==================== block 1
==> block_1/metal_stack.png <==
(4 px per um)
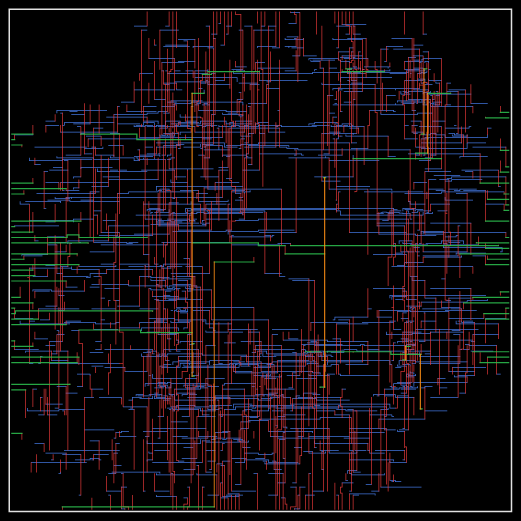

===== src/rtl/riscv_imm_pkg.sv =====
// Shared constants for the RV32I immediate encoder: format codes, field masks and the
// representable ranges used when IMM_RANGE_CHECK_EN is defined.
package riscv_imm_pkg;

  localparam logic [2:0] FMT_I = 3'b000;
  localparam logic [2:0] FMT_S = 3'b001;
  localparam logic [2:0] FMT_B = 3'b010;
  localparam logic [2:0] FMT_U = 3'b011;
  localparam logic [2:0] FMT_J = 3'b100;

  localparam logic [31:0] MASK_I = 32'hFFF0_0000;
  localparam logic [31:0] MASK_S = 32'hFE00_0F80;
  localparam logic [31:0] MASK_B = 32'hFE00_0F80;
  localparam logic [31:0] MASK_U = 32'hFFFF_F000;
  localparam logic [31:0] MASK_J = 32'hFFFF_F000;

  // B and J offsets are halfword multiples, hence the even upper bounds.
  localparam int IMM12_MIN = -2048;
  localparam int IMM12_MAX = 2047;
  localparam int IMM13_MIN = -4096;
  localparam int IMM13_MAX = 4094;
  localparam int IMM21_MIN = -1048576;
  localparam int IMM21_MAX = 1048574;

  typedef struct packed {
    logic [2:0]  fmt;
    logic [31:0] imm;
    logic [31:0] base;
  } enc_req_t;

  function automatic logic [31:0] fmt_mask(input logic [2:0] fmt);
    case (fmt)
      FMT_I:   return MASK_I;
      FMT_S:   return MASK_S;
      FMT_B:   return MASK_B;
      FMT_U:   return MASK_U;
      FMT_J:   return MASK_J;
      default: return 32'h0000_0000;
    endcase
  endfunction

endpackage


===== src/rtl/imm_encoder_if.sv =====
// Streaming bus of the immediate encoder: assembler-side input handshake and
// imem-writer-side output handshake. The encoder uses the slave modport.
interface imm_encoder_if #(
  parameter int ADDR_W = 10
);
  logic              in_valid;
  logic              in_ready;
  logic [2:0]        in_fmt;
  logic [31:0]       in_imm;
  logic [31:0]       in_base;
  logic              out_valid;
  logic              out_ready;
  logic [31:0]       out_instr;
  logic [ADDR_W-1:0] out_addr;
  logic              out_err;

  modport slave (
    input  in_valid, in_fmt, in_imm, in_base, out_ready,
    output in_ready, out_valid, out_instr, out_addr, out_err
  );

  modport master (
    output in_valid, in_fmt, in_imm, in_base, out_ready,
    input  in_ready, out_valid, out_instr, out_addr, out_err
  );
endinterface


===== src/rtl/imm_enc_core.sv =====
// Combinational packer: places an immediate into the RV32I format fields of a base word.
// Macro IMM_RANGE_CHECK_EN adds a representability check on the immediate.
module imm_enc_core
  import riscv_imm_pkg::*;
(
  input  logic [2:0]  fmt,
  input  logic [31:0] imm,
  input  logic [31:0] base,
  output logic [31:0] instr,
  output logic        err
);

  logic [31:0] placed;
  logic [31:0] mask;
  logic        fmt_bad;
  logic        range_bad;

  always_comb begin
    placed    = 32'h0000_0000;
    mask      = fmt_mask(fmt);
    fmt_bad   = 1'b0;
    range_bad = 1'b0;

    case (fmt)
      FMT_I:   placed = {imm[11:0], 20'b0};
      FMT_S:   placed = {imm[11:5], 13'b0, imm[4:0], 7'b0};
      FMT_B:   placed = {imm[12], imm[10:5], 13'b0, imm[4:1], imm[11], 7'b0};
      FMT_U:   placed = {imm[31:12], 12'b0};
      FMT_J:   placed = {imm[20], imm[10:1], imm[11], imm[19:12], 12'b0};
      default: fmt_bad = 1'b1;
    endcase

`ifdef IMM_RANGE_CHECK_EN
    // The word is still emitted with a truncated field; only the flag reports it.
    case (fmt)
      FMT_I, FMT_S: range_bad = ($signed(imm) < IMM12_MIN) || ($signed(imm) > IMM12_MAX);
      FMT_B:        range_bad = ($signed(imm) < IMM13_MIN) || ($signed(imm) > IMM13_MAX) || imm[0];
      FMT_U:        range_bad = (imm[11:0] != 12'h000);
      FMT_J:        range_bad = ($signed(imm) < IMM21_MIN) || ($signed(imm) > IMM21_MAX) || imm[0];
      default:      range_bad = 1'b0;
    endcase
`endif

    instr = (base & ~mask) | (placed & mask);
    err   = fmt_bad | range_bad;
  end

endmodule


===== src/rtl/imm_encoder.sv =====
// Two-stage valid/ready immediate encoder feeding imem writes with a sequential word address.
// Optional macro IMM_RANGE_CHECK_EN (in imm_enc_core) flags non-representable immediates.
module imm_encoder
  import riscv_imm_pkg::*;
#(
  parameter int          ADDR_W    = 10,
  parameter int unsigned BASE_ADDR = 0
) (
  input  logic         clk,
  input  logic         rst,
  input  logic         clr,
  imm_encoder_if.slave bus,
  output logic         err_seen
);

  localparam logic [ADDR_W-1:0] BASE = ADDR_W'(BASE_ADDR);

  logic              s1_v_q, s1_v_d;
  enc_req_t          s1_req_q, s1_req_d;
  logic              s2_v_q, s2_v_d;
  logic [31:0]       s2_instr_q, s2_instr_d;
  logic              s2_err_q, s2_err_d;
  logic [ADDR_W-1:0] addr_q, addr_d;
  logic              err_seen_q, err_seen_d;

  logic              s1_adv;
  logic              s2_adv;
  logic              out_fire;
  logic [31:0]       enc_instr;
  logic              enc_err;

  imm_enc_core u_core (
    .fmt   (s1_req_q.fmt),
    .imm   (s1_req_q.imm),
    .base  (s1_req_q.base),
    .instr (enc_instr),
    .err   (enc_err)
  );

  // Each stage moves when it is empty or the stage after it is moving.
  always_comb begin
    s2_adv     = !s2_v_q || bus.out_ready;
    s1_adv     = !s1_v_q || s2_adv;
    out_fire   = s2_v_q && bus.out_ready;

    s1_v_d     = s1_v_q;
    s1_req_d   = s1_req_q;
    s2_v_d     = s2_v_q;
    s2_instr_d = s2_instr_q;
    s2_err_d   = s2_err_q;
    addr_d     = addr_q;
    err_seen_d = err_seen_q;

    if (s1_adv) begin
      s1_v_d = bus.in_valid;
      if (bus.in_valid) begin
        s1_req_d = '{fmt: bus.in_fmt, imm: bus.in_imm, base: bus.in_base};
      end
    end

    if (s2_adv) begin
      s2_v_d = s1_v_q;
      if (s1_v_q) begin
        s2_instr_d = enc_instr;
        s2_err_d   = enc_err;
      end
    end

    if (out_fire) begin
      addr_d     = addr_q + ADDR_W'(1);
      err_seen_d = err_seen_q | s2_err_q;
    end

    // A clear in the handshake cycle still lets that word use the current address.
    if (clr) begin
      addr_d     = BASE;
      err_seen_d = 1'b0;
    end
  end

  always_ff @(posedge clk or posedge rst) begin
    if (rst) begin
      s1_v_q     <= 1'b0;
      s1_req_q   <= '0;
      s2_v_q     <= 1'b0;
      s2_instr_q <= 32'h0000_0000;
      s2_err_q   <= 1'b0;
      addr_q     <= BASE;
      err_seen_q <= 1'b0;
    end else begin
      s1_v_q     <= s1_v_d;
      s1_req_q   <= s1_req_d;
      s2_v_q     <= s2_v_d;
      s2_instr_q <= s2_instr_d;
      s2_err_q   <= s2_err_d;
      addr_q     <= addr_d;
      err_seen_q <= err_seen_d;
    end
  end

  assign bus.in_ready  = s1_adv;
  assign bus.out_valid = s2_v_q;
  assign bus.out_instr = s2_instr_q;
  assign bus.out_err   = s2_err_q;
  assign bus.out_addr  = addr_q;
  assign err_seen      = err_seen_q;

endmodule


===== src/flat_wrapper.sv =====
// flat-port wrapper written by rule: the top's interface ports become plain ports
module imm_encoder_flat import riscv_imm_pkg::*;
#(
  parameter int          ADDR_W    = 10,
  parameter int unsigned BASE_ADDR = 0
)
  (clk, rst, clr, err_seen, bus_in_valid, bus_in_fmt, bus_in_imm, bus_in_base, bus_out_ready, bus_in_ready, bus_out_valid, bus_out_instr, bus_out_addr, bus_out_err);
  imm_encoder_if #(.ADDR_W(ADDR_W)) bus_i ();
  input  logic clk;
  input  logic rst;
  input  logic clr;
  output logic err_seen;
  input wire logic [$bits(bus_i.in_valid)-1:0] bus_in_valid;
  input wire logic [$bits(bus_i.in_fmt)-1:0] bus_in_fmt;
  input wire logic [$bits(bus_i.in_imm)-1:0] bus_in_imm;
  input wire logic [$bits(bus_i.in_base)-1:0] bus_in_base;
  input wire logic [$bits(bus_i.out_ready)-1:0] bus_out_ready;
  output wire logic [$bits(bus_i.in_ready)-1:0] bus_in_ready;
  output wire logic [$bits(bus_i.out_valid)-1:0] bus_out_valid;
  output wire logic [$bits(bus_i.out_instr)-1:0] bus_out_instr;
  output wire logic [$bits(bus_i.out_addr)-1:0] bus_out_addr;
  output wire logic [$bits(bus_i.out_err)-1:0] bus_out_err;
  assign bus_i.in_valid = bus_in_valid;
  assign bus_i.in_fmt = bus_in_fmt;
  assign bus_i.in_imm = bus_in_imm;
  assign bus_i.in_base = bus_in_base;
  assign bus_i.out_ready = bus_out_ready;
  assign bus_in_ready = bus_i.in_ready;
  assign bus_out_valid = bus_i.out_valid;
  assign bus_out_instr = bus_i.out_instr;
  assign bus_out_addr = bus_i.out_addr;
  assign bus_out_err = bus_i.out_err;
  imm_encoder #(.ADDR_W(ADDR_W), .BASE_ADDR(BASE_ADDR)) u_core (.clk(clk), .rst(rst), .clr(clr), .bus(bus_i), .err_seen(err_seen));
endmodule

===== config.mk =====
export PLATFORM = sky130hd
export DESIGN_NAME = imm_encoder_flat
export DESIGN_NICKNAME = d
export VERILOG_FILES = /design/src/rtl/riscv_imm_pkg.sv /design/src/rtl/imm_encoder_if.sv /design/src/rtl/imm_enc_core.sv /design/src/rtl/imm_encoder.sv /design/src/flat_wrapper.sv
export SDC_FILE = /design/constraint.sdc
export NUM_CORES = 1
export LEC_CHECK = 0
export ABC_CLOCK_PERIOD_IN_PS = 3500
export CORE_MARGIN = 2
export CORE_UTILIZATION = 35
export CTS_CLUSTER_DIAMETER = 150
export DETAILED_ROUTE_END_ITERATION = 8
export HOLD_SLACK_MARGIN = 0.15
export SYNTH_ARGS = -nofsm -noshare
export SYNTH_HDL_FRONTEND = slang
export SYNTH_SLANG_ARGS = --single-unit

===== constraint.sdc =====
create_clock -name clk -period 3.5 [get_ports clk]
set_input_delay 0.7 -clock clk [delete_from_list [all_inputs] [get_ports clk]]
set_output_delay 0.7 -clock clk [all_outputs]
set_load 0.03 [all_outputs]

==================== block 2
===== config.mk =====
export PLATFORM = sky130hd
export DESIGN_NAME = flight_sequencer
export DESIGN_NICKNAME = d
export VERILOG_FILES = /design/src/rtl/flight_sequencer.sv
export SDC_FILE = /design/constraint.sdc
export NUM_CORES = 1
export LEC_CHECK = 0
export CORE_MARGIN = 10
export CORE_UTILIZATION = 30
export DETAILED_ROUTE_END_ITERATION = 7
export PLACE_DENSITY = 0.55
export SETUP_SLACK_MARGIN = 0.5
export SLEW_MARGIN = 40
export SYNTH_ARGS = -nofsm -noshare
export SYNTH_HDL_FRONTEND = slang
export SYNTH_SLANG_ARGS = --single-unit

===== constraint.sdc =====
create_clock -name clock -period 3.45 [get_ports clock]
set_input_delay 0.69 -clock clock [delete_from_list [all_inputs] [get_ports clock]]
set_output_delay 0.69 -clock clock [all_outputs]
set_load 0.02 [all_outputs]

===== src/rtl/flight_sequencer.sv =====
// flight_sequencer: sequences a multirotor through IDLE, ESC calibration, sensor offset capture, arming, flight and landing.
// Latency: throttles are registered; in FLY they follow ctrl_throttles one clock later, clamped to THR_LIMIT.
// Backpressure: none; IMU and height strobes are single-cycle and are always accepted while they are used.
//
// Ports:
//   clock, reset                : single clock domain, synchronous active-high reset
//   fly, idle                   : operator requests; idle wins when both are high
//   imu_new_data, roll/pitch/yaw: IMU sample strobe and signed angles
//   srf05_new_data, distance    : height sample strobe and reading
//   ctrl_throttles              : flight controller command, motor 0 in the LSBs
//   imu_start, srf05_start      : sensor enables
//   motors_start, motors_idle   : motor controller control
//   throttles                   : registered motor commands
//   offset_*                    : averaged sensor offsets captured in INIT
//   state, fault                : current state encoding, sticky fault flag
module flight_sequencer #(
  parameter int NUM_MOTORS    = 4,
  parameter int THR_W         = 8,
  parameter int DATA_W        = 16,
  parameter int DIST_W        = 15,
  parameter int AVG_LOG2      = 4,
  parameter bit CALIBRATE_ESC = 1'b0,
  parameter int TICK_CYCLES   = 50_000_000,
  parameter int TIMEOUT_TICKS = 2,
  parameter int CAL_TICKS     = 3,
  parameter int RAMP_CYCLES   = 500_000,
  parameter int THR_LIMIT     = 2**THR_W - 1
) (
  input  logic                         clock,
  input  logic                         reset,
  input  logic                         fly,
  input  logic                         idle,
  input  logic                         imu_new_data,
  input  logic [DATA_W-1:0]            roll,
  input  logic [DATA_W-1:0]            pitch,
  input  logic [DATA_W-1:0]            yaw,
  input  logic                         srf05_new_data,
  input  logic [DIST_W-1:0]            distance,
  input  logic [NUM_MOTORS*THR_W-1:0]  ctrl_throttles,
  output logic                         imu_start,
  output logic                         srf05_start,
  output logic                         motors_start,
  output logic                         motors_idle,
  output logic [NUM_MOTORS*THR_W-1:0]  throttles,
  output logic [DATA_W-1:0]            offset_roll,
  output logic [DATA_W-1:0]            offset_pitch,
  output logic [DATA_W-1:0]            offset_yaw,
  output logic [DIST_W-1:0]            offset_distance,
  output logic [2:0]                   state,
  output logic                         fault
);

  localparam int ACC_W  = DATA_W + AVG_LOG2;
  localparam int CNT_W  = AVG_LOG2 + 1;
  localparam int TICK_W = $clog2(TICK_CYCLES + 1);
  localparam int PH_W   = $clog2(2 * CAL_TICKS + 2);
  localparam int WD_W   = $clog2(TIMEOUT_TICKS + 2);
  localparam int RAMP_W = $clog2(RAMP_CYCLES + 1);
  localparam logic [THR_W-1:0] LIMIT = THR_W'(THR_LIMIT);

  typedef enum logic [2:0] {
    S_IDLE  = 3'd0,
    S_CAL   = 3'd1,
    S_INIT  = 3'd2,
    S_ARMED = 3'd3,
    S_FLY   = 3'd4,
    S_LAND  = 3'd5,
    S_FAULT = 3'd6
  } state_t;

  state_t cur_state;
  state_t nxt_state;

  logic [TICK_W-1:0] tick_cnt;
  logic [PH_W-1:0]   phase_cnt;
  logic [PH_W-1:0]   phase_nx;
  logic [WD_W-1:0]   imu_wd;
  logic [WD_W-1:0]   srf_wd;
  logic [RAMP_W-1:0] ramp_cnt;
  logic [ACC_W-1:0]  acc_roll;
  logic [ACC_W-1:0]  acc_pitch;
  logic [ACC_W-1:0]  acc_yaw;
  logic [CNT_W-1:0]  imu_cnt;
  logic              have_dist;
  logic [DIST_W-1:0] dist_q;
  logic [NUM_MOTORS*THR_W-1:0] thr_d;

  logic tick;
  logic state_chg;
  logic imu_trip;
  logic srf_trip;
  logic wd_trip;
  logic ramp;
  logic imu_full;
  logic init_done;
  logic cal_done;

  assign state = cur_state;

  assign tick      = (tick_cnt == TICK_W'(TICK_CYCLES - 1));
  assign state_chg = (nxt_state != cur_state);
  assign imu_trip  = tick && !imu_new_data && (imu_wd == WD_W'(TIMEOUT_TICKS - 1));
  assign srf_trip  = tick && !srf05_new_data && (srf_wd == WD_W'(TIMEOUT_TICKS - 1));
  assign wd_trip   = ((cur_state == S_INIT) && (imu_trip || srf_trip)) ||
                     ((cur_state == S_FLY) && imu_trip);
  assign ramp      = (cur_state == S_LAND) && (ramp_cnt == RAMP_W'(RAMP_CYCLES - 1));
  assign imu_full  = (imu_cnt == CNT_W'(1 << AVG_LOG2));
  assign init_done = imu_full && have_dist;
  assign cal_done  = (CAL_TICKS == 0) ||
                     (tick && (phase_cnt == PH_W'(2 * CAL_TICKS - 1)));

  function automatic logic [THR_W-1:0] clamp_thr(input logic [THR_W-1:0] v);
    return (v > LIMIT) ? LIMIT : v;
  endfunction

  // State register
  always_ff @(posedge clock) begin
    if (reset) cur_state <= S_IDLE;
    else       cur_state <= nxt_state;
  end

  // Next-state logic; idle is checked before fly everywhere it matters
  always_comb begin
    nxt_state = cur_state;
    case (cur_state)
      S_IDLE:  if (!idle && fly) nxt_state = CALIBRATE_ESC ? S_CAL : S_INIT;
      S_CAL: begin
        if (idle)          nxt_state = S_IDLE;
        else if (cal_done) nxt_state = S_INIT;
      end
      S_INIT: begin
        if (idle)           nxt_state = S_IDLE;
        else if (wd_trip)   nxt_state = S_FAULT;
        else if (init_done) nxt_state = S_ARMED;
      end
      S_ARMED: begin
        if (idle)     nxt_state = S_IDLE;
        else if (fly) nxt_state = S_FLY;
      end
      S_FLY:   if (idle || wd_trip) nxt_state = S_LAND;
      S_LAND:  if (throttles == '0) nxt_state = fault ? S_FAULT : S_IDLE;
      S_FAULT: nxt_state = S_FAULT;
      default: nxt_state = S_IDLE;
    endcase
  end

  // Output decode; sensors stay enabled from INIT through LAND for the controller
  always_comb begin
    imu_start    = 1'b0;
    srf05_start  = 1'b0;
    motors_start = 1'b0;
    motors_idle  = 1'b0;
    case (cur_state)
      S_CAL:   motors_start = 1'b1;
      S_INIT: begin
        imu_start   = 1'b1;
        srf05_start = 1'b1;
      end
      S_ARMED: begin
        imu_start    = 1'b1;
        srf05_start  = 1'b1;
        motors_start = 1'b1;
        motors_idle  = 1'b1;
      end
      S_FLY, S_LAND: begin
        imu_start    = 1'b1;
        srf05_start  = 1'b1;
        motors_start = 1'b1;
      end
      S_FAULT: motors_idle = 1'b1;
      default: ;
    endcase
  end

  // Tick timebase, restarted on every state change so phase timing is exact
  always_ff @(posedge clock) begin
    if (reset || state_chg || tick) tick_cnt <= '0;
    else                            tick_cnt <= tick_cnt + 1'b1;
  end

  always_ff @(posedge clock) begin
    if (reset || state_chg)              phase_cnt <= '0;
    else if ((cur_state == S_CAL) && tick) phase_cnt <= phase_cnt + 1'b1;
  end

  // Phase count as it will be after this edge, so the CAL throttle level
  // lines up with the state register instead of lagging it by a clock.
  always_comb begin
    phase_nx = phase_cnt;
    if (state_chg)                         phase_nx = '0;
    else if ((cur_state == S_CAL) && tick) phase_nx = phase_cnt + 1'b1;
  end

  // Sensor watchdogs: count ticks since the last strobe, only while relevant
  always_ff @(posedge clock) begin
    if (reset || state_chg || !((cur_state == S_INIT) || (cur_state == S_FLY))) begin
      imu_wd <= '0;
      srf_wd <= '0;
    end else begin
      if (imu_new_data) imu_wd <= '0;
      else if (tick)    imu_wd <= imu_wd + 1'b1;
      if (srf05_new_data) srf_wd <= '0;
      else if (tick)      srf_wd <= srf_wd + 1'b1;
    end
  end

  always_ff @(posedge clock) begin
    if (reset)                 fault <= 1'b0;
    else if (wd_trip && !idle) fault <= 1'b1;
  end

  always_ff @(posedge clock) begin
    if (reset || (cur_state != S_LAND) || ramp) ramp_cnt <= '0;
    else                                        ramp_cnt <= ramp_cnt + 1'b1;
  end

  // Throttle next value is keyed on the next state so each phase's level
  // appears on the same edge the state changes.
  always_comb begin
    thr_d = '0;
    case (nxt_state)
      S_CAL: if (phase_nx < PH_W'(CAL_TICKS)) thr_d = '1;
      S_FLY: begin
        for (int m = 0; m < NUM_MOTORS; m++)
          thr_d[m*THR_W +: THR_W] = clamp_thr(ctrl_throttles[m*THR_W +: THR_W]);
      end
      S_LAND: begin
        thr_d = throttles;
        if ((cur_state == S_LAND) && ramp) begin
          for (int m = 0; m < NUM_MOTORS; m++)
            if (throttles[m*THR_W +: THR_W] != '0)
              thr_d[m*THR_W +: THR_W] = throttles[m*THR_W +: THR_W] - 1'b1;
        end
      end
      default: thr_d = '0;
    endcase
  end

  always_ff @(posedge clock) begin
    if (reset) throttles <= '0;
    else       throttles <= thr_d;
  end

  // Offset capture: accumulators live only while in INIT; offsets persist
  always_ff @(posedge clock) begin
    if (reset) begin
      acc_roll        <= '0;
      acc_pitch       <= '0;
      acc_yaw         <= '0;
      imu_cnt         <= '0;
      have_dist       <= 1'b0;
      dist_q          <= '0;
      offset_roll     <= '0;
      offset_pitch    <= '0;
      offset_yaw      <= '0;
      offset_distance <= '0;
    end else begin
      if (cur_state != S_INIT) begin
        acc_roll  <= '0;
        acc_pitch <= '0;
        acc_yaw   <= '0;
        imu_cnt   <= '0;
        have_dist <= 1'b0;
      end else begin
        if (imu_new_data && !imu_full) begin
          acc_roll  <= acc_roll  + {{AVG_LOG2{roll[DATA_W-1]}},  roll};
          acc_pitch <= acc_pitch + {{AVG_LOG2{pitch[DATA_W-1]}}, pitch};
          acc_yaw   <= acc_yaw   + {{AVG_LOG2{yaw[DATA_W-1]}},   yaw};
          imu_cnt   <= imu_cnt + 1'b1;
        end
        if (srf05_new_data) begin
          dist_q    <= distance;
          have_dist <= 1'b1;
        end
      end
      // Upper DATA_W bits of the accumulator are the arithmetic shift by AVG_LOG2
      if ((cur_state == S_INIT) && (nxt_state == S_ARMED)) begin
        offset_roll     <= acc_roll[ACC_W-1:AVG_LOG2];
        offset_pitch    <= acc_pitch[ACC_W-1:AVG_LOG2];
        offset_yaw      <= acc_yaw[ACC_W-1:AVG_LOG2];
        offset_distance <= dist_q;
      end
    end
  end

endmodule

==================== block 3
## config.mk

```make
export PLATFORM = sky130hd
export DESIGN_NAME = frame_scan_reader_flat
export DESIGN_NICKNAME = d
export VERILOG_FILES = /design/src/rtl/frame_scan_reader_if.sv /design/src/rtl/frame_scan_reader.sv /design/src/flat_wrapper.sv
export SDC_FILE = /design/constraint.sdc
export NUM_CORES = 1
export LEC_CHECK = 0
export CORE_MARGIN = 1
export CORE_UTILIZATION = 50
export CTS_CLUSTER_SIZE = 8
export DETAILED_ROUTE_END_ITERATION = 7
export PLACE_DENSITY = 0.73
export SLEW_MARGIN = 20
export SYNTH_ARGS = -nofsm -noshare
export SYNTH_HDL_FRONTEND = slang
export SYNTH_SLANG_ARGS = --single-unit
```

## constraint.sdc

```tcl
create_clock -name clk -period 5.7 [get_ports clk]
set_input_delay 0.57 -clock clk [delete_from_list [all_inputs] [get_ports clk]]
set_output_delay 0.57 -clock clk [all_outputs]
set_load 0.02 [all_outputs]
```

## src/rtl/frame_scan_reader_if.sv

```systemverilog
// Bus bundle between the frame scan reader, its frame buffer read port and
// the downstream video encoder.
interface frame_scan_reader_if #(
    parameter int ADDR_W = 19,
    parameter int DATA_W = 12
);
    logic              en;
    logic [ADDR_W-1:0] ReadAdd;
    logic [DATA_W-1:0] ReadData;
    logic [DATA_W-1:0] Pixel;
    logic              HSync;
    logic              VSync;
    logic              DE;
    logic              FrameStart;

    // Reader side: drives the read address and the video stream.
    modport master (
        input  en,
        input  ReadData,
        output ReadAdd,
        output Pixel,
        output HSync,
        output VSync,
        output DE,
        output FrameStart
    );

    // Environment side: frame buffer read port plus encoder/controller.
    modport slave (
        output en,
        output ReadData,
        input  ReadAdd,
        input  Pixel,
        input  HSync,
        input  VSync,
        input  DE,
        input  FrameStart
    );
endinterface

```

## src/rtl/frame_scan_reader.sv

```systemverilog
// Read side of a line-doubled frame buffer: generates raster timing, drives
// the buffer read address and emits an aligned pixel/HS/VS/DE/FrameStart
// stream three clocks after each raster position.
module frame_scan_reader #(
    parameter int H_ACTIVE = 640,
    parameter int H_FP     = 16,
    parameter int H_SYNC   = 96,
    parameter int H_BP     = 48,
    parameter int V_ACTIVE = 480,
    parameter int V_FP     = 10,
    parameter int V_SYNC   = 2,
    parameter int V_BP     = 33,
    parameter int LINE_REP = 2,
    parameter int SYNC_POL = 0,
    parameter int ADDR_W   = 19,
    parameter int DATA_W   = 12
) (
    input logic               clk,
    input logic               rstn,
    frame_scan_reader_if.master bus
);

    localparam int H_TOT  = H_ACTIVE + H_FP + H_SYNC + H_BP;
    localparam int V_TOT  = V_ACTIVE + V_FP + V_SYNC + V_BP;
    localparam int HW     = $clog2(H_TOT);
    localparam int VW     = $clog2(V_TOT);
    localparam int RW     = (LINE_REP > 1) ? $clog2(LINE_REP) : 1;
    // Control stages ahead of the output register; the buffer read adds the
    // third cycle of latency in the data path.
    localparam int STAGES = 2;
    localparam logic SYNC_IDLE = (SYNC_POL == 0) ? 1'b1 : 1'b0;

    // Bit positions inside the control word carried down the pipeline.
    localparam int C_HS = 0;
    localparam int C_VS = 1;
    localparam int C_DE = 2;
    localparam int C_FS = 3;

    typedef enum logic {IDLE, SCAN} scanState_t;

    scanState_t        state;
    scanState_t        stateNext;
    logic [HW-1:0]     hCnt;
    logic [VW-1:0]     vCnt;
    logic [RW-1:0]     repCnt;
    logic [ADDR_W-1:0] lineBase;
    logic              hEnd;
    logic              vEnd;
    logic              frameEnd;
    logic              pixActive;
    logic [3:0]        ctrlNow;

    assign hEnd      = (hCnt == HW'(H_TOT - 1));
    assign vEnd      = (vCnt == VW'(V_TOT - 1));
    assign frameEnd  = hEnd && vEnd;
    assign pixActive = (state == SCAN) && (hCnt < HW'(H_ACTIVE)) && (vCnt < VW'(V_ACTIVE));

    // Scan state register.
    always_ff @(posedge clk or negedge rstn) begin
        if (!rstn) state <= IDLE;
        else       state <= stateNext;
    end

    // Enable is sampled only at a frame boundary so frames are never cut short.
    always_comb begin
        stateNext = state;
        unique case (state)
            IDLE: if (bus.en) stateNext = SCAN;
            SCAN: if (frameEnd && !bus.en) stateNext = IDLE;
        endcase
    end

    // Raster counters; they sit at 0 while idle and wrap to 0 on the last position.
    always_ff @(posedge clk or negedge rstn) begin
        if (!rstn) begin
            hCnt <= '0;
            vCnt <= '0;
        end else if (state == SCAN) begin
            if (hEnd) begin
                hCnt <= '0;
                vCnt <= vEnd ? '0 : vCnt + 1'b1;
            end else begin
                hCnt <= hCnt + 1'b1;
            end
        end
    end

    // Stored-line base: advances one stored line after every LINE_REP output lines.
    always_ff @(posedge clk or negedge rstn) begin
        if (!rstn) begin
            lineBase <= '0;
            repCnt   <= '0;
        end else if (state == SCAN && hEnd) begin
            if (vEnd) begin
                lineBase <= '0;
                repCnt   <= '0;
            end else if (vCnt < VW'(V_ACTIVE)) begin
                if (repCnt == RW'(LINE_REP - 1)) begin
                    repCnt   <= '0;
                    lineBase <= lineBase + ADDR_W'(H_ACTIVE);
                end else begin
                    repCnt <= repCnt + 1'b1;
                end
            end
        end
    end

    // Read address for visible positions; holds its last value in blanking.
    always_ff @(posedge clk or negedge rstn) begin
        if (!rstn)          bus.ReadAdd <= '0;
        else if (pixActive) bus.ReadAdd <= lineBase + ADDR_W'(hCnt);
    end

    // Timing flags for the current raster position (all inactive while idle).
    always_comb begin
        ctrlNow = '0;
        if (state == SCAN) begin
            ctrlNow[C_HS] = (hCnt >= HW'(H_ACTIVE + H_FP)) && (hCnt < HW'(H_ACTIVE + H_FP + H_SYNC));
            ctrlNow[C_VS] = (vCnt >= VW'(V_ACTIVE + V_FP)) && (vCnt < VW'(V_ACTIVE + V_FP + V_SYNC));
            ctrlNow[C_DE] = pixActive;
            ctrlNow[C_FS] = (hCnt == '0) && (vCnt == '0);
        end
    end

    // Delay line keeping the timing flags in step with the buffer data.
    genvar gi;
    generate
        for (gi = 0; gi < STAGES; gi++) begin : g_stage
            logic [3:0] ctrl;
            if (gi == 0) begin : g_head
                // First stage captures the live raster flags.
                always_ff @(posedge clk or negedge rstn) begin
                    if (!rstn) ctrl <= '0;
                    else       ctrl <= ctrlNow;
                end
            end else begin : g_tail
                // Later stages just shift.
                always_ff @(posedge clk or negedge rstn) begin
                    if (!rstn) ctrl <= '0;
                    else       ctrl <= g_stage[gi-1].ctrl;
                end
            end
        end
    endgenerate

    // Output register: blank pixels outside the visible area, apply sync polarity.
    always_ff @(posedge clk or negedge rstn) begin
        if (!rstn) begin
            bus.Pixel      <= '0;
            bus.DE         <= 1'b0;
            bus.FrameStart <= 1'b0;
            bus.HSync      <= SYNC_IDLE;
            bus.VSync      <= SYNC_IDLE;
        end else begin
            bus.Pixel      <= g_stage[STAGES-1].ctrl[C_DE] ? bus.ReadData : '0;
            bus.DE         <= g_stage[STAGES-1].ctrl[C_DE];
            bus.FrameStart <= g_stage[STAGES-1].ctrl[C_FS];
            bus.HSync      <= g_stage[STAGES-1].ctrl[C_HS] ^ SYNC_IDLE;
            bus.VSync      <= g_stage[STAGES-1].ctrl[C_VS] ^ SYNC_IDLE;
        end
    end

endmodule

```

## src/flat_wrapper.sv

```systemverilog
// flat-port wrapper written by rule: the top's interface ports become plain ports
module frame_scan_reader_flat 
#(
    parameter int H_ACTIVE = 640,
    parameter int H_FP     = 16,
    parameter int H_SYNC   = 96,
    parameter int H_BP     = 48,
    parameter int V_ACTIVE = 480,
    parameter int V_FP     = 10,
    parameter int V_SYNC   = 2,
    parameter int V_BP     = 33,
    parameter int LINE_REP = 2,
    parameter int SYNC_POL = 0,
    parameter int ADDR_W   = 19,
    parameter int DATA_W   = 12
)
  (clk, rstn, bus_en, bus_ReadData, bus_ReadAdd, bus_Pixel, bus_HSync, bus_VSync, bus_DE, bus_FrameStart);
  frame_scan_reader_if #(.ADDR_W(ADDR_W), .DATA_W(DATA_W)) bus_i ();
  input logic clk;
  input logic rstn;
  input wire logic [$bits(bus_i.en)-1:0] bus_en;
  input wire logic [$bits(bus_i.ReadData)-1:0] bus_ReadData;
  output wire logic [$bits(bus_i.ReadAdd)-1:0] bus_ReadAdd;
  output wire logic [$bits(bus_i.Pixel)-1:0] bus_Pixel;
  output wire logic [$bits(bus_i.HSync)-1:0] bus_HSync;
  output wire logic [$bits(bus_i.VSync)-1:0] bus_VSync;
  output wire logic [$bits(bus_i.DE)-1:0] bus_DE;
  output wire logic [$bits(bus_i.FrameStart)-1:0] bus_FrameStart;
  assign bus_i.en = bus_en;
  assign bus_i.ReadData = bus_ReadData;
  assign bus_ReadAdd = bus_i.ReadAdd;
  assign bus_Pixel = bus_i.Pixel;
  assign bus_HSync = bus_i.HSync;
  assign bus_VSync = bus_i.VSync;
  assign bus_DE = bus_i.DE;
  assign bus_FrameStart = bus_i.FrameStart;
  frame_scan_reader #(.H_ACTIVE(H_ACTIVE), .H_FP(H_FP), .H_SYNC(H_SYNC), .H_BP(H_BP), .V_ACTIVE(V_ACTIVE), .V_FP(V_FP), .V_SYNC(V_SYNC), .V_BP(V_BP), .LINE_REP(LINE_REP), .SYNC_POL(SYNC_POL), .ADDR_W(ADDR_W), .DATA_W(DATA_W)) u_core (.clk(clk), .rstn(rstn), .bus(bus_i));
endmodule
```

==================== block 4
$ cat src/rtl/serial_link_pkg.sv
// Shared definitions for the serial link: byte width, comma byte and TX state.
package serial_link_pkg;

    localparam int unsigned BYTE_W = 8;
    localparam logic [BYTE_W-1:0] COMMA_BC = 8'hBC;

    typedef enum logic {SYNC, ACTIVE} tx_state_t;

endpackage

$ cat src/rtl/ps_shift_reg.sv
// Serializer datapath: loads a byte at a boundary and shifts it out MSB-first.
module ps_shift_reg
    import serial_link_pkg::*;
(
    input  logic              clk_32f,
    input  logic              reset,
    input  logic              load,
    input  logic [BYTE_W-1:0] nb,
    output logic              data_out
);

    logic [BYTE_W-1:0] shreg;

    // The MSB goes straight to data_out on load; shreg holds the remaining bits.
    always_ff @(posedge clk_32f) begin
        if (reset) begin
            shreg    <= '0;
            data_out <= 1'b0;
        end else if (load) begin
            data_out <= nb[BYTE_W-1];
            shreg    <= {nb[BYTE_W-2:0], 1'b0};
        end else begin
            data_out <= shreg[BYTE_W-1];
            shreg    <= {shreg[BYTE_W-2:0], 1'b0};
        end
    end

endmodule

$ cat src/rtl/paralelo_serial.sv
// Parallel-to-serial transmitter: sync comma preamble, then data or idle commas.
module paralelo_serial
    import serial_link_pkg::*;
#(
    parameter logic [BYTE_W-1:0] COMMA       = COMMA_BC,
    parameter int unsigned       SYNC_COMMAS = 4
) (
    input  logic              clk_32f,
    input  logic              reset,
    input  logic [BYTE_W-1:0] data_in,
    input  logic              valid_in,
    output logic              ready_out,
    output logic              data_out,
    output logic              active_out
);

    logic [2:0]        bit_cnt;
    logic [3:0]        comma_cnt;
    tx_state_t         state;
    logic              boundary;
    logic [BYTE_W-1:0] nb;

    assign boundary   = (bit_cnt == 3'd7);
    assign ready_out  = boundary && (state == ACTIVE);
    assign active_out = (state == ACTIVE);

    always_comb begin
        nb = COMMA;
        if (state == ACTIVE && valid_in) begin
            nb = data_in;
        end
    end

    always_ff @(posedge clk_32f) begin
        if (reset) begin
            bit_cnt   <= 3'd7;
            comma_cnt <= 4'd0;
            state     <= SYNC;
        end else if (boundary) begin
            bit_cnt <= 3'd0;
            if (state == SYNC) begin
                comma_cnt <= comma_cnt + 4'd1;
                // Leave SYNC on the same edge that loads the last preamble comma.
                if (comma_cnt + 4'd1 == 4'(SYNC_COMMAS)) begin
                    state <= ACTIVE;
                end
            end
        end else begin
            bit_cnt <= bit_cnt + 3'd1;
        end
    end

    ps_shift_reg u_shift (
        .clk_32f  (clk_32f),
        .reset    (reset),
        .load     (boundary),
        .nb       (nb),
        .data_out (data_out)
    );

endmodule

$ cat config.mk
export PLATFORM = sky130hd
export DESIGN_NAME = paralelo_serial
export DESIGN_NICKNAME = d
export VERILOG_FILES = /design/src/rtl/serial_link_pkg.sv /design/src/rtl/ps_shift_reg.sv /design/src/rtl/paralelo_serial.sv
export SDC_FILE = /design/constraint.sdc
export NUM_CORES = 1
export LEC_CHECK = 0
export CORE_MARGIN = 2
export CORE_UTILIZATION = 46
export CTS_CLUSTER_SIZE = 10
export DETAILED_ROUTE_END_ITERATION = 8
export PLACE_DENSITY = 0.79
export SLEW_MARGIN = 20
export SYNTH_ARGS = -nofsm -noshare
export SYNTH_HDL_FRONTEND = slang
export SYNTH_SLANG_ARGS = --single-unit
export TNS_END_PERCENT = 5
$ cat constraint.sdc
create_clock -name clk_32f -period 1.85 [get_ports clk_32f]
set_input_delay 0.37 -clock clk_32f [delete_from_list [all_inputs] [get_ports clk_32f]]
set_output_delay 0.37 -clock clk_32f [all_outputs]
set_load 0.03 [all_outputs]
==> block_1/pdn.png <==
(4 px per um) Pins as bars on the die edge. Tap cells in gray.
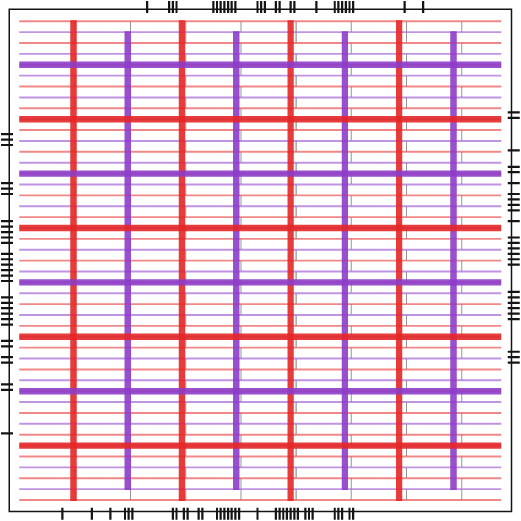
- purple: VDD
- red: VSS
- met5 straps: 8
- met4 straps: 8
- tap cells: 184
- met1 rails: 45

## Picture notes: block_1/metal_stack.png
- green: met3 (wire length 707 um)
- red: met2 (wire length 6110 um)
- orange: met4 (wire length 233 um)
- blue: met1 (wire length 5470 um)
DR WL/cell: 17.6 um
Detailed Route WL: 12500 um
Tot GR Track Use: 0.167
vias: 3656

==> metrics.cfg, block 1 <==
[run_status]
status = finished, final reports clean

[die]
initCoreUtil = 0.357

[yosys]
syn_area_sq_um = 5140
synth.top_cells.by_count = 113 x dfrtp_1, 41 x mux2_1, 30 x mux2_4
synth_cells = 404
synth.distinct_cells = 45

[clocking]
ctsHoldBuffers = 0
path_clk_slew_ps = 50
cts.sinks = 113
post_cts_buffers = 0
cts_buffers = 17
cts_root_buffer = clkbuf_16

[global_routing]
grt_use_met3 = 0.0518
grt_pass1_vias = 4002

[drt]
drtIter0Drc = 273
dr_wl_met3_um = 706

[sta]
worst_pin_slew_ps = 1010
min_period_over_period = 0.839
fin_ws_ps = 564

[place]
hpwl_um = 8190

[power_and_ir_drop]
pg_clk_uw = 1880
ir_drop_v = 0.000348

[critical_path]
crit_chain = clkdlybuf4s50_1 > nand3b_1 > clkdlybuf4s50_1
r2r_cells = 3

[min_path]
hp-start = u_core.s1_req_q[1]$_DFFE_PP0P_
hold_class = register to register

## block 1: final cells by class
class,count,area [sq um],area share
flip-flops and latches,113,2830,0.399
clock buffers,21,460,0.0649
multi-input cells,251,2110,0.298
clock inverters,10,183,0.0258
inverters,11,45.0,0.00635
well taps,184,230,0.0325
repair buffers,122,1230,0.174
## block 1: registers in the layout, summed over array words and instances (netlist names)
register	count
u_core.s1_v_q	1
u_core.bus.out_valid	1
u_core.s1_req_q	67
u_core.err_seen	1
u_core.bus.out_err	1
u_core.bus.out_instr	32
u_core.bus.out_addr	10
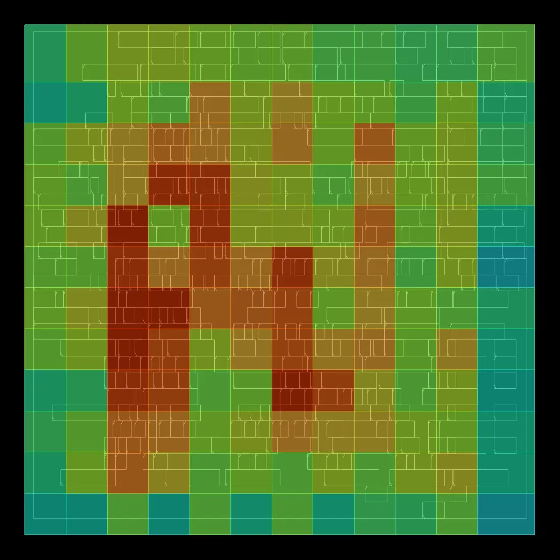
(block_3/final_congestion.png)
Tot GR Track Use: 0.203
GRT busiest layer: met2
post-layout util: 0.625
DR WL/cell: 15.0 um

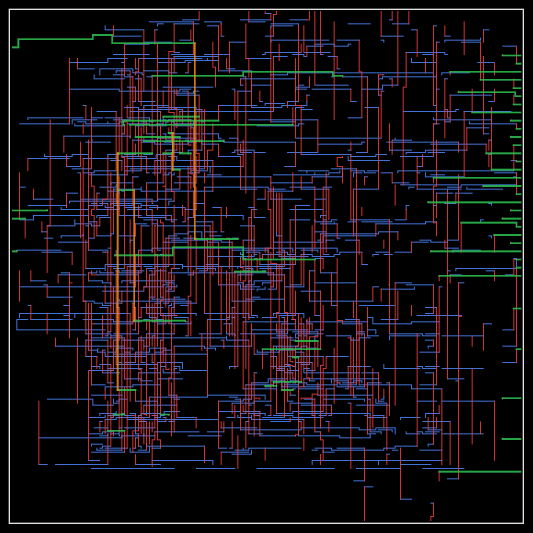
(block_3/metal_stack.png)
(6 px per um)
- red: met2 (wire length 3190 um)
- green: met3 (wire length 419 um)
- blue: met1 (wire length 3190 um)
- orange: met4 (wire length 100 um)
Detailed Route WL: 6900 um
vias: 2589

==> metrics.cfg, block 3 <==
[run_status]
status = finished, final reports clean

[finish]
layout_top_cells = 75 x dfrtp_1, 48 x clkdlybuf4s50_1, 40 x nand2_1
largest_register = u_core.bus.ReadAdd
seq_share = 0.457
num-nonclk-buffers = 49
reg_top3 = u_core.bus.ReadAdd (19), u_core.bus.Pixel (12), u_core.lineBase (12)
logic_area_sq_um = 1440
clk_share = 0.0548

[yosys]
synthesis.nets = 355
synth.top_cells.by_count = 75 x dfrtp_1, 40 x nand2_1, 24 x o21ai_0
muxShareOfSynthArea = 0.0255
synth_cells = 332
synth_chip_area_sq_um = 3480
top_logic_kind = simple AND/OR/NAND/NOR gates
syn_area_sq_um = 3480

[drt]
vias_per_cell = 5.64

[clocking]
ctsResizeCount = 0
post_cts_buffers = 0

[sta]
min_period_over_period = 0.473
finalCriticalPeriod_ps = 2700

[die]
io_pins = 50
die_area_sq_um = 7300

[critical_path]
cp_num_buf_inv = 1
endpoint = u_core.lineBase[15]$_DFFE_PN0P_
end_kind = register
start_kind = register

[min_path]
hold_class = input port to asynchronous set/reset pin

[global_routing]
grt_use_met1 = 0.274

==> block 3: where the power goes <==
group / switching [uW] / internal [uW]
Sequential: 51.5 / 599
Combinational: 97.7 / 108
Clock: 212 / 262
Total: 361 / 970
==> block 3: routing by layer <==
layer / wire length, um / vias to the layer above
li1: - / 1249
met5: 0 / -
met1: 3190 / 1249
met2: 3190 / 82
met4: 99 / 0
met3: 419 / 9
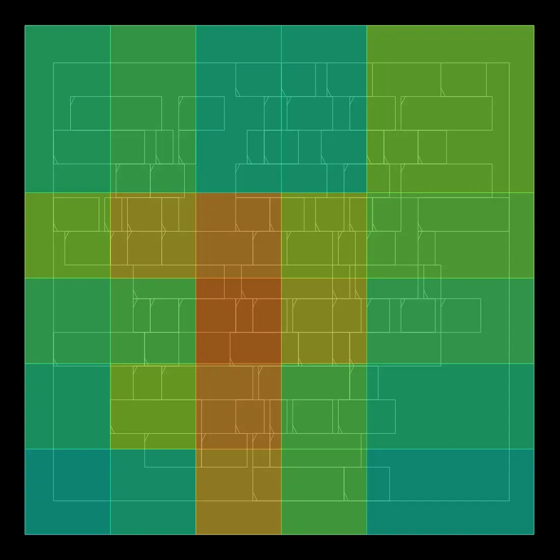
(block_4/final_congestion.png)
DR WL/cell: 11.6 um
M2 GR Usage: 0.246
GRT busiest layer: met2
post-layout util: 0.612

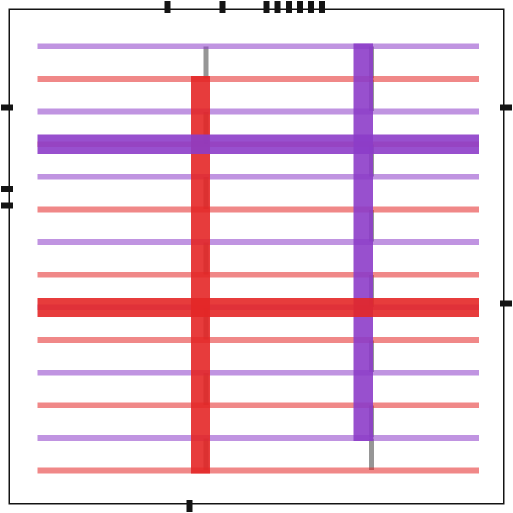
(block_4/pdn.png)
(12 px per um) Pins as bars on the die edge. Tap cells in gray.
- purple: VDD
- red: VSS
- signal pins: 14
- rows: 13
- tap cells: 15
- met4 straps: 2

==> metrics.cfg, block 4 <==
[run_status]
status = finished, final reports clean

[drt]
top_layer = met3
wl_um = 1090
drtIter0Drc = 5
route.vias.total = 472
dr_wl_met3_um = 54

[clocking]
path_clk_slew_ps = 80
clock_latency_ps = 280

[critical_path]
crit_arrival_ps = 1380
cpMostUsedCell = ha_1
rrSetupSlack_ps = 370
cp_max_fo = 5

[sta]
fmax_ghz = 0.571
worst_pin_slew_ps = 334
finalHoldViolations = 0
fin_ws_ps = 98.0

[power_and_ir_drop]
p_int_uw = 570
power-top-group = registers
seq_power_uw = 416
p_seq_frac = 0.531
p_sw_frac = 0.272
pwr_density_cell_nw_per_um2 = 984

[die]
die_x_um = 41.1
core_area_sq_um = 1300

[finish]
layout_top_cells = 16 x nor2_1, 16 x dfxtp_1, 11 x clkdlybuf4s50_1
fin_nets = 95
final_cell_area_sq_um = 796
fillers = 121
largest_register = u_shift.shreg

[place]
gp_congestion = 0.629
place_area_sq_um = 774
hpwl_um = 806

[yosys]
synth_chip_area_sq_um = 633
ys_seq_elements = 16
yosysWarnings = 0

==> block 4: logic make-up (layout without fill, tap and decap cells) <==
logic type      after synthesis  count (layout)  synth area share
fa+ha+maj                     3               3            0.0593
mux                           2               2            0.0395
buf+inv                       3              18            0.0316
simple gates                 29              29             0.239
flops                        16              16             0.506
compound gates                9               9            0.0969
xor+xnor                      2               2            0.0277
==> block 4: cell type report <==
type,instances,area (sq um),area share
sequential,16,320,0.403
multi-input combinational,45,293,0.368
timing repair buffer,15,141,0.178
clock buffer,3,22.5,0.0283
tap,15,18.8,0.0236
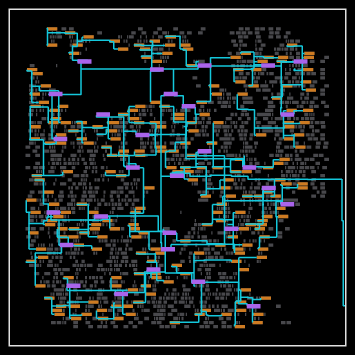
(block_2/clock_map.png)
(1.5 px per um)
- purple: cells driving clock nets (count 29)
- orange: flip-flops (count 232)
- cyan: clock wires (length 3830 um)
- routed clock nets: 30
- flops lie: all over the die
clock power share: 0.486
Worst Skew: 17.9 ps
Clock Latency Late Sink: 560 ps

==> metrics.cfg, block 2 <==
[run_status]
status = finished, final reports clean

[finish]
fin_nets = 1938
num-nonclk-buffers = 260
layout_top_cell = nand2_1
final_cell_area_sq_um = 16600
final_util = 0.405
fillers = 4158
regArea_sq_um = 4650
seq_share = 0.281

[die]
rows = 74
fp.dieH_um = 223
io_pins = 204

[clocking]
ctsResizeCount = 31
ctsHoldBuffers = 0
cts_tree = built
path_clk_slew_ps = 60
clockBufferDepth = 3

[sta]
slew_viol_final = 0
rsz0062_at_grt = true
fin_ws_ps = 473
finalCriticalPeriod_ps = 2980

[power_and_ir_drop]
pwr_density_cell_nw_per_um2 = 377
pg_clk_uw = 3030
p_switching_uw = 1430
leakage_uw = 0.00620
p_seq_frac = 0.435
p_sw_frac = 0.230
ir_drop_v = 0.000339
seq_power_uw = 2710

[yosys]
synth.top_cells.by_count = 295 x nand2_1, 232 x dfxtp_1, 169 x a21oi_1
top_cell = nand2_1
yosysWarnings = 0
yosysTopAreaCellShare = 0.374
edf_count = 0

[critical_path]
cp_top_family = simple AND/OR/NAND/NOR gates
end_kind = register
reg2reg_from = throttles[25]$_SDFFE_PP0P_
endpoint = throttles[0]$_SDFFE_PP0P_
start_kind = register

[drt]
routedWlPerCell_um = 16.1
first_pass_iters = 5
drc_errors = 0
vias_per_cell = 4.96

[global_routing]
antenna_found_initial = 1
grt_pass1_wl_um = 61200
grt_pass1_vias = 11600

[place]
dp_cells = 2255

[min_path]
hold_class = input port to register

==> block 2: layer usage <==
layer  GRT usage  routed length [um]  up-vias
li1            -                   -     5833
met1       0.188               17900     5400
met2       0.237               16800      214
met3      0.0346                2040       50
met4      0.0366                 676        0
met5           0                   0        -
==> block 2: registers in the layout, indices dropped and copies added (netlist names), 3 cells and up <==
name             flops
acc_roll            20
offset_yaw          16
acc_pitch           20
imu_cnt              5
phase_cnt            3
offset_roll         16
offset_pitch        16
acc_yaw             20
dist_q              15
tick_cnt            26
ramp_cnt            19
offset_distance     15
state                3
throttles           32

==> layout pictures side by side <==
Cells colored by class.
shot_01.png
(2 px per um) Fill, decap, tap and diode cells in gray.
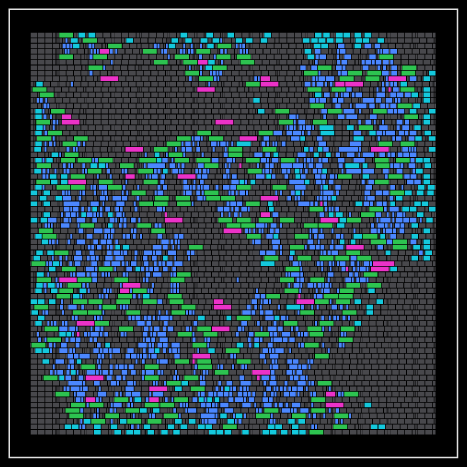
shot_02.png
(6 px per um) Fill, decap, tap and diode cells in gray.
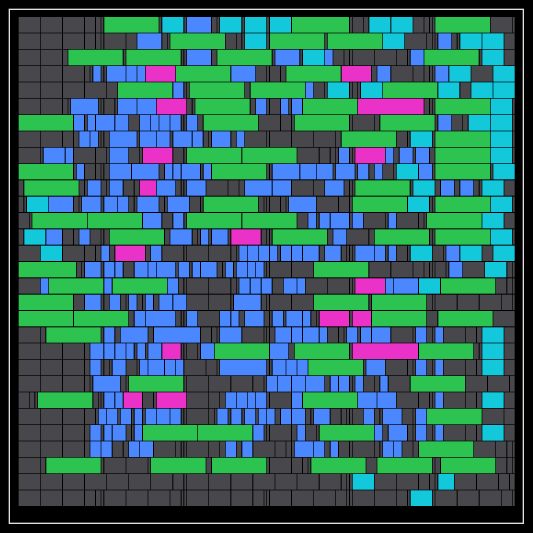
shot_03.png
(4 px per um) Fill, decap, tap and diode cells in gray.
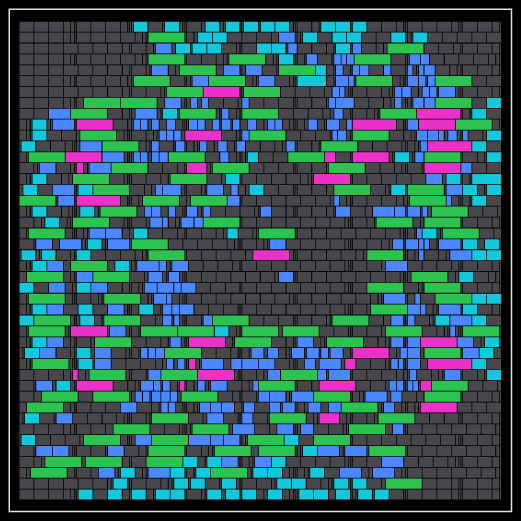
shot_04.png
(12 px per um) Fill, decap, tap and diode cells in gray.
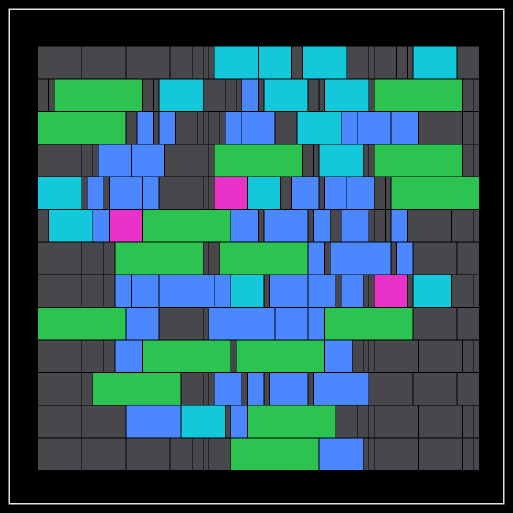
- largest die: shot_01.png
- most sequential cells: shot_01.png
block 1 -> shot_03.png
block 4 -> shot_04.png
block 3 -> shot_02.png
block 2 -> shot_01.png



## Gallery

Clock wires, drivers and flops.
picture 1
(3 px per um)
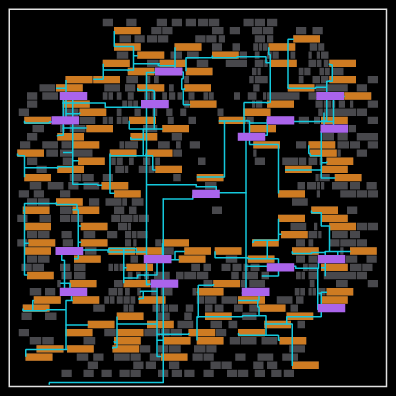
picture 2
(10 px per um)
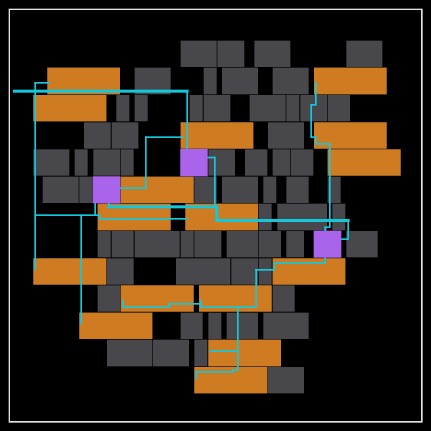
picture 3
(4 px per um)
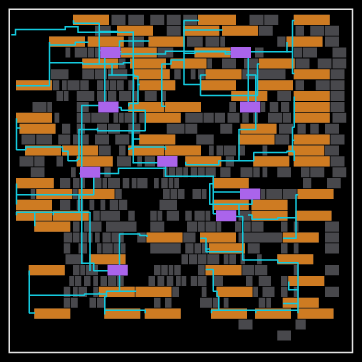
picture 1 -> block 1
picture 2 -> block 4
picture 3 -> block 3

No activity file was given, so power comes from the tool's default toggle rates.
